# pwm_sine_gen

==> pwm_sine_gen/final_placement.png <==
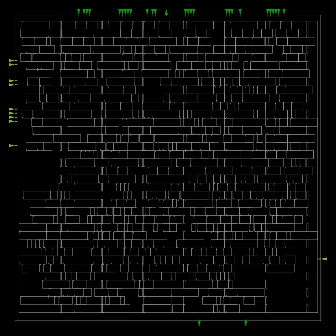
==> pwm_sine_gen/drive_strength.png <==
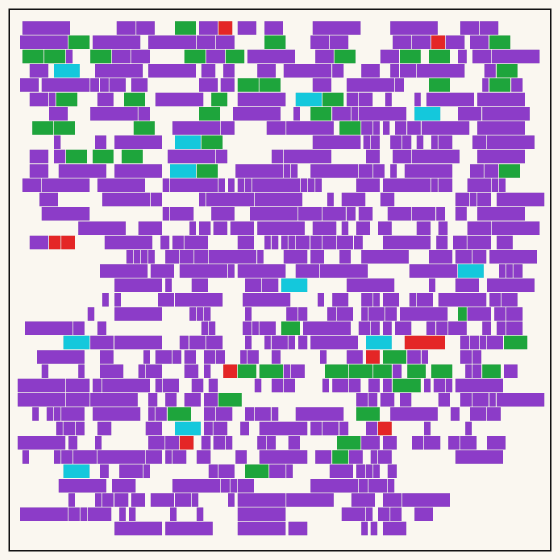
[config.mk]
export PLATFORM = sky130hd
export DESIGN_NAME = pwm_sine_gen
export DESIGN_NICKNAME = d
export VERILOG_FILES = /design/src/rtl/pwm_sine_gen.sv
export SDC_FILE = /design/constraint.sdc
export NUM_CORES = 1
export LEC_CHECK = 0
export CAP_MARGIN = 20
export CORE_MARGIN = 1
export CORE_UTILIZATION = 55
export DETAILED_ROUTE_END_ITERATION = 10
export HOLD_SLACK_MARGIN = 0.12
export PLACE_DENSITY = 0.72
export REMOVE_ABC_BUFFERS = 1
export SETUP_SLACK_MARGIN = 0.05
export SYNTH_ARGS = -nofsm -noshare
export SYNTH_HDL_FRONTEND = slang
export SYNTH_SLANG_ARGS = --single-unit
[constraint.sdc]
create_clock -name clk -period 5.3 [get_ports clk]
set_input_delay 0.53 -clock clk [delete_from_list [all_inputs] [get_ports clk]]
set_output_delay 0.53 -clock clk [all_outputs]
set_load 0.02 [all_outputs]
[src/rtl/pwm_sine_gen.sv]
// Fixed-period PWM generator with boundary-synchronised width updates
// and an IDLE/RUN/DRAIN run controller.
module pwm_sine_gen #(
   parameter int unsigned PERIOD = 1024
) (
   input  logic        clk,
   input  logic        rst,
   input  logic        enable,
   input  logic [31:0] width,
   input  logic        width_load,
   output logic        pwm_out,
   output logic        period_start,
   output logic        busy
);

   typedef enum logic [1:0] {IDLE, RUN, DRAIN} state_t;

   localparam logic [31:0] PER  = 32'(PERIOD);
   localparam logic [31:0] LAST = 32'(PERIOD - 1);

   state_t      state, state_nx;
   logic [31:0] cnt, cnt_nx;
   logic [31:0] pending, active, active_nx, src;
   logic        boundary, last, busy_nx;

   always_comb begin
      state_nx = state;
      cnt_nx   = cnt;
      boundary = 1'b0;
      last     = (cnt == LAST);
      case (state)
         IDLE: begin
            cnt_nx = '0;
            if (enable) begin
               state_nx = RUN;
               boundary = 1'b1;
            end
         end
         RUN: begin
            // enable dropping on the final count goes straight to IDLE: no extra drain period
            if (last) begin
               cnt_nx = '0;
               if (enable) boundary = 1'b1;
               else        state_nx = IDLE;
            end else begin
               cnt_nx = cnt + 32'd1;
               if (!enable) state_nx = DRAIN;
            end
         end
         DRAIN: begin
            cnt_nx = last ? '0 : cnt + 32'd1;
            if (enable) begin
               state_nx = RUN;
               boundary = last;
            end else if (last) begin
               state_nx = IDLE;
            end
         end
         default: begin
            state_nx = IDLE;
            cnt_nx   = '0;
         end
      endcase

      src       = width_load ? width : pending;
      active_nx = boundary ? ((src > PER) ? PER : src) : active;
      busy_nx   = (state_nx != IDLE);
   end

   always_ff @(posedge clk or posedge rst) begin
      if (rst) begin
         state        <= IDLE;
         cnt          <= '0;
         pending      <= '0;
         active       <= '0;
         pwm_out      <= 1'b0;
         period_start <= 1'b0;
         busy         <= 1'b0;
      end else begin
         state        <= state_nx;
         cnt          <= cnt_nx;
         active       <= active_nx;
         if (width_load) pending <= width;
         pwm_out      <= busy_nx && (cnt_nx < active_nx);
         period_start <= (state_nx == RUN) && (cnt_nx == '0);
         busy         <= busy_nx;
      end
   end

endmodule
==> results_tabular.tex <==
% Generated from flow reports
\begin{tabular}{lr}
\hline
Metric & Value \\
\hline
\multicolumn{2}{l}{\textbf{Status}} \\
\quad Status & completed \\
\multicolumn{2}{l}{\textbf{Pwr}} \\
\quad Power dissipated in sequential cells & 0.000854 W \\
\quad Power density normalized to cell area & 284 mW/mm2 \\
\quad Largest vdd supply drop & 0.000206 V \\
\quad Leading power group & registers \\
\quad Leakage power & 2.97 nW \\
\multicolumn{2}{l}{\textbf{Yosys}} \\
\quad Cell count after synthesis & 538 \\
\quad Average instance area after synthesis & 10.4 um2 \\
\multicolumn{2}{l}{\textbf{Setup path}} \\
\quad Origin of the critical flop-to-flop path & cnt[8] \\
\quad Crit-path max FO & 21 \\
\multicolumn{2}{l}{\textbf{Final layout}} \\
\quad Area delta synth->final & 11.5\% \\
\multicolumn{2}{l}{\textbf{CTS}} \\
\quad Clock Sinks & 101 \\
\multicolumn{2}{l}{\textbf{Route}} \\
\quad Routed Wire Length & 11.6 mm \\
\quad Average wire per cell in the routed design & 16.5 um \\
\multicolumn{2}{l}{\textbf{Floorplan}} \\
\quad Horiz. Die Dim & 103 um \\
\multicolumn{2}{l}{\textbf{GRT}} \\
\quad Wire length of the first global-routing pass & 18.9 mm \\
\multicolumn{2}{l}{\textbf{Timing}} \\
\quad Transition time at the pin with the least slew margin & 0.687 ns \\
\multicolumn{2}{l}{\textbf{Job}} \\
\quad Maxcap violations & 0 \\
\hline
\end{tabular}
Notes on pwm_sine_gen/final_placement.png above:
flip-flop and latch share of the layout cell area: 0.407
seq_cells: 101
filler cell count in the final layout: 838
Finished Layout Cells: 704

Notes on pwm_sine_gen/drive_strength.png above:
Key: drive 1 or less = purple [cells 499, share 87%]; drive 3 to 4 = red [cells 9, share 1.6%]; drive 2 = green [cells 52, share 9.1%]; drive 6 and up = cyan [cells 11, share 1.9%]

[final cells by class]
class / instances / share of cell area
inverters: 38 / 0.0234
multi-input cells: 373 / 0.447
clock buffers: 13 / 0.0256
well taps: 133 / 0.0268
clock inverters: 3 / 0.00322
flip-flops and latches: 101 / 0.407
repair buffers: 43 / 0.0672
[routing by layer]
metal | part of all wire | global-route usage | vias up
li1 | - | - | 1985
met1 | 0.45 | 0.310 | 1979
met2 | 0.49 | 0.390 | 91
met3 | 0.046 | 0.0637 | 16
met4 | 0.015 | 0.0725 | 0
met5 | 0 | 0 | -

# booth_r4_seq_mult

==> booth_r4_seq_mult/final_placement.png <==
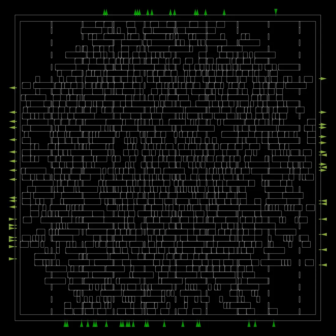
$ cat src/rtl/booth_pkg.sv
// Shared types for the radix-4 Booth multiplier: FSM states and Booth digit encoding.
package booth_pkg;

  typedef enum logic [1:0] {IDLE, CALC, DONE} state_e;

  // Digit encoding {neg, one, two}: magnitude select plus negate flag.
  typedef logic [2:0] digit_t;

  localparam digit_t ZERO = 3'b000;
  localparam digit_t P1   = 3'b010;
  localparam digit_t P2   = 3'b001;
  localparam digit_t M1   = 3'b110;
  localparam digit_t M2   = 3'b101;
  localparam digit_t M0   = 3'b100;  // window 111: ~0 + 1, contributes zero

  function automatic digit_t booth_sel(input logic [2:0] win);
    digit_t d;
    case (win)
      3'b000:         d = ZERO;
      3'b001, 3'b010: d = P1;
      3'b011:         d = P2;
      3'b100:         d = M2;
      3'b101, 3'b110: d = M1;
      default:        d = M0;
    endcase
    return d;
  endfunction

endpackage

$ cat src/rtl/booth_r4_pp_gen.sv
// One radix-4 Booth partial product: one's-complement value plus negate (carry-in) bit.
module booth_r4_pp_gen
  import booth_pkg::*;
#(
  parameter int W = 18
) (
  input  logic [2:0] win_i,
  input  logic [W-1:0] a_i,
  output logic [W:0]   pp_o,
  output logic         neg_o
);

  digit_t     dig;
  logic [W:0] mag;

  always_comb begin
    dig = booth_sel(win_i);
    mag = '0;
    if (dig[1])      mag = {a_i[W-1], a_i};
    else if (dig[0]) mag = {a_i, 1'b0};
    pp_o  = dig[2] ? ~mag : mag;
    neg_o = dig[2];
  end

endmodule

$ cat src/rtl/booth_r4_seq_mult.sv
// Iterative radix-4 Booth multiplier: one Booth digit per clock, valid/ready on both sides.
module booth_r4_seq_mult
  import booth_pkg::*;
#(
  parameter int WIDTH = 16
) (
  input  logic               clk,
  input  logic               rst_n,
  input  logic               in_valid,
  output logic               in_ready,
  input  logic [WIDTH-1:0]   a,
  input  logic [WIDTH-1:0]   b,
  input  logic               signed_mode,
  output logic               out_valid,
  input  logic               out_ready,
  output logic [2*WIDTH-1:0] product
);

  localparam int NDIG = WIDTH/2 + 1;
  localparam int EW   = WIDTH + 2;
  localparam int AW   = 2*WIDTH + 4;
  localparam int CW   = $clog2(NDIG);

  state_e          state_q, state_d;
  logic [WIDTH-1:0] a_q, a_d, b_q, b_d;
  logic            mode_q, mode_d;
  logic [AW-1:0]   acc_q, acc_d;
  logic [CW-1:0]   cnt_q, cnt_d;

  logic            accept;
  logic            last_dig;
  logic [EW-1:0]   a_ext;
  logic [EW:0]     b_src, b_sh;
  logic [2:0]      win;
  logic [EW:0]     pp;
  logic            neg;
  logic [AW-1:0]   pp_sh, cin_sh, acc_sum;
  logic [CW:0]     shamt;

  assign accept   = (state_q == IDLE) && in_valid;
  assign last_dig = (cnt_q == CW'(NDIG-1));
  assign shamt    = {cnt_q, 1'b0};

  // Extension is derived from the latched mode, so later changes on signed_mode are invisible.
  assign a_ext = {{2{mode_q & a_q[WIDTH-1]}}, a_q};
  assign b_src = {{2{mode_q & b_q[WIDTH-1]}}, b_q, 1'b0};
  assign b_sh  = b_src >> shamt;
  assign win   = b_sh[2:0];

  booth_r4_pp_gen #(.W(EW)) u_pp (
    .win_i (win),
    .a_i   (a_ext),
    .pp_o  (pp),
    .neg_o (neg)
  );

  assign pp_sh   = {{(AW-EW-1){pp[EW]}}, pp} << shamt;
  assign cin_sh  = {{(AW-1){1'b0}}, neg} << shamt;
  assign acc_sum = acc_q + pp_sh + cin_sh;

  always_ff @(posedge clk or negedge rst_n) begin
    if (!rst_n) state_q <= IDLE;
    else        state_q <= state_d;
  end

  always_comb begin
    state_d = state_q;
    case (state_q)
      IDLE:    if (in_valid)  state_d = CALC;
      CALC:    if (last_dig)  state_d = DONE;
      DONE:    if (out_ready) state_d = IDLE;
      default: state_d = IDLE;
    endcase
  end

  always_comb begin
    in_ready  = (state_q == IDLE);
    out_valid = (state_q == DONE);
  end

  always_comb begin
    a_d    = a_q;
    b_d    = b_q;
    mode_d = mode_q;
    acc_d  = acc_q;
    cnt_d  = cnt_q;
    if (accept) begin
      a_d    = a;
      b_d    = b;
      mode_d = signed_mode;
      acc_d  = '0;
      cnt_d  = '0;
    end else if (state_q == CALC) begin
      acc_d = acc_sum;
      cnt_d = cnt_q + 1'b1;
    end
  end

  always_ff @(posedge clk or negedge rst_n) begin
    if (!rst_n) begin
      a_q    <= '0;
      b_q    <= '0;
      mode_q <= 1'b0;
      acc_q  <= '0;
      cnt_q  <= '0;
    end else begin
      a_q    <= a_d;
      b_q    <= b_d;
      mode_q <= mode_d;
      acc_q  <= acc_d;
      cnt_q  <= cnt_d;
    end
  end

  assign product = acc_q[2*WIDTH-1:0];

endmodule

$ cat config.mk
export PLATFORM = sky130hd
export DESIGN_NAME = booth_r4_seq_mult
export DESIGN_NICKNAME = d
export VERILOG_FILES = /design/src/rtl/booth_pkg.sv /design/src/rtl/booth_r4_pp_gen.sv /design/src/rtl/booth_r4_seq_mult.sv
export SDC_FILE = /design/constraint.sdc
export NUM_CORES = 1
export LEC_CHECK = 0
export CAP_MARGIN = 20
export CORE_MARGIN = 2
export CORE_UTILIZATION = 40
export DETAILED_ROUTE_END_ITERATION = 8
export SYNTH_ARGS = -nofsm -noshare
export SYNTH_HDL_FRONTEND = slang
export SYNTH_HIERARCHICAL = 1
export SYNTH_SLANG_ARGS = --single-unit
$ cat constraint.sdc
create_clock -name clk -period 5.4 [get_ports clk]
set_input_delay 1.08 -clock clk [delete_from_list [all_inputs] [get_ports clk]]
set_output_delay 1.08 -clock clk [all_outputs]
set_load 0.05 [all_outputs]
==> results_tabular.tex <==
% Generated from flow reports
\begin{tabular}{lr}
\hline
Metric & Value \\
\hline
\multicolumn{2}{l}{\textbf{Timing}} \\
\quad Max frequency & 0.187 GHz \\
\quad Unrepaired setup endpoints after global routing & yes \\
\quad Share of the clock period used by the worst path after layout & 0.991 \\
\multicolumn{2}{l}{\textbf{Yosys}} \\
\quad Yosys aoi share & 0.247 \\
\quad Post-synthesis register bit count & 71 \\
\quad Synth cell count leaders & sky130\_fd\_sc\_hd\_\_nand2\_1, sky130\_fd\_sc\_hd\_\_dfrtp\_1, sky130\_fd\_sc\_hd\_\_inv\_1 \\
\quad Average instance area after synthesis & 7.91 um2 \\
\quad Most repeated cell in the gate-level netlist after synthesis & sky130\_fd\_sc\_hd\_\_nand2\_1 \\
\quad Nets in the synthesized netlist & 984 \\
\multicolumn{2}{l}{\textbf{Setup path}} \\
\quad Crit path capture type & register \\
\quad Endpoint of the most critical register-to-register path & acc\_q[26] \\
\multicolumn{2}{l}{\textbf{Final layout}} \\
\quad Area-dominant cell class after layout & combinational gates \\
\quad Post-layout util & 0.583 \\
\multicolumn{2}{l}{\textbf{Hold path}} \\
\quad Hold-critical path depth & 2 \\
\quad Hold Path End & b\_q[9] \\
\multicolumn{2}{l}{\textbf{Place}} \\
\quad Routability-driven placement congestion ratio & 0.921 \\
\multicolumn{2}{l}{\textbf{Status}} \\
\quad Status & completed \\
\multicolumn{2}{l}{\textbf{CTS}} \\
\quad Clock Sinks & 71 \\
\quad TritonCTS buffer count & 9 \\
\multicolumn{2}{l}{\textbf{GRT}} \\
\quad Via count of the first global-routing pass & 6,547 \\
\quad Remaining global-route overflow & 0 \\
\hline
\end{tabular}
About booth_r4_seq_mult/final_placement.png:
filler cell count in the final layout: 1,574
flip-flop and latch share of the layout cell area: 0.178

[registers in the layout, indices dropped and copies added, names as in the netlist]
name     count
a_q         16
cnt_q        4
acc_q       32
mode_q       1
b_q         16
state_q      2
[metal layers]
metal / GRT usage / routed length [um] / part of all wire / up-vias
met5: 0 / 0 / 0 / -
met2: 0.366 / 10200 / 0.46 / 212
met4: 0.0550 / 484 / 0.022 / 0
met1: 0.334 / 10200 / 0.46 / 3430
li1: - / - / - / 3465
met3: 0.0268 / 1090 / 0.050 / 38


## Gallery

Placed cells, one colour a class.
Fill, decap, tap and diode cells in grey.
shot_01.png
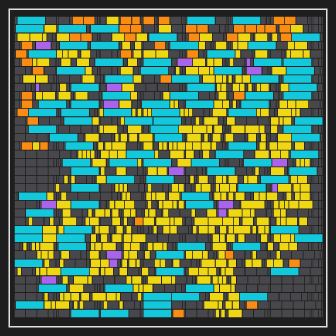
shot_02.png
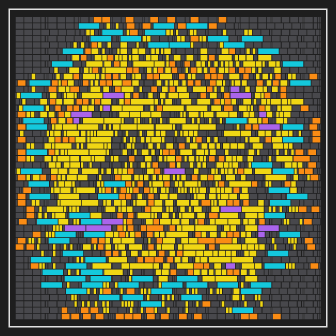
shot_01.png -> pwm_sine_gen
shot_02.png -> booth_r4_seq_mult
- most cells: shot_02.png
- most sequential cells: shot_01.png

Power is estimated from default activity; no workload was simulated.
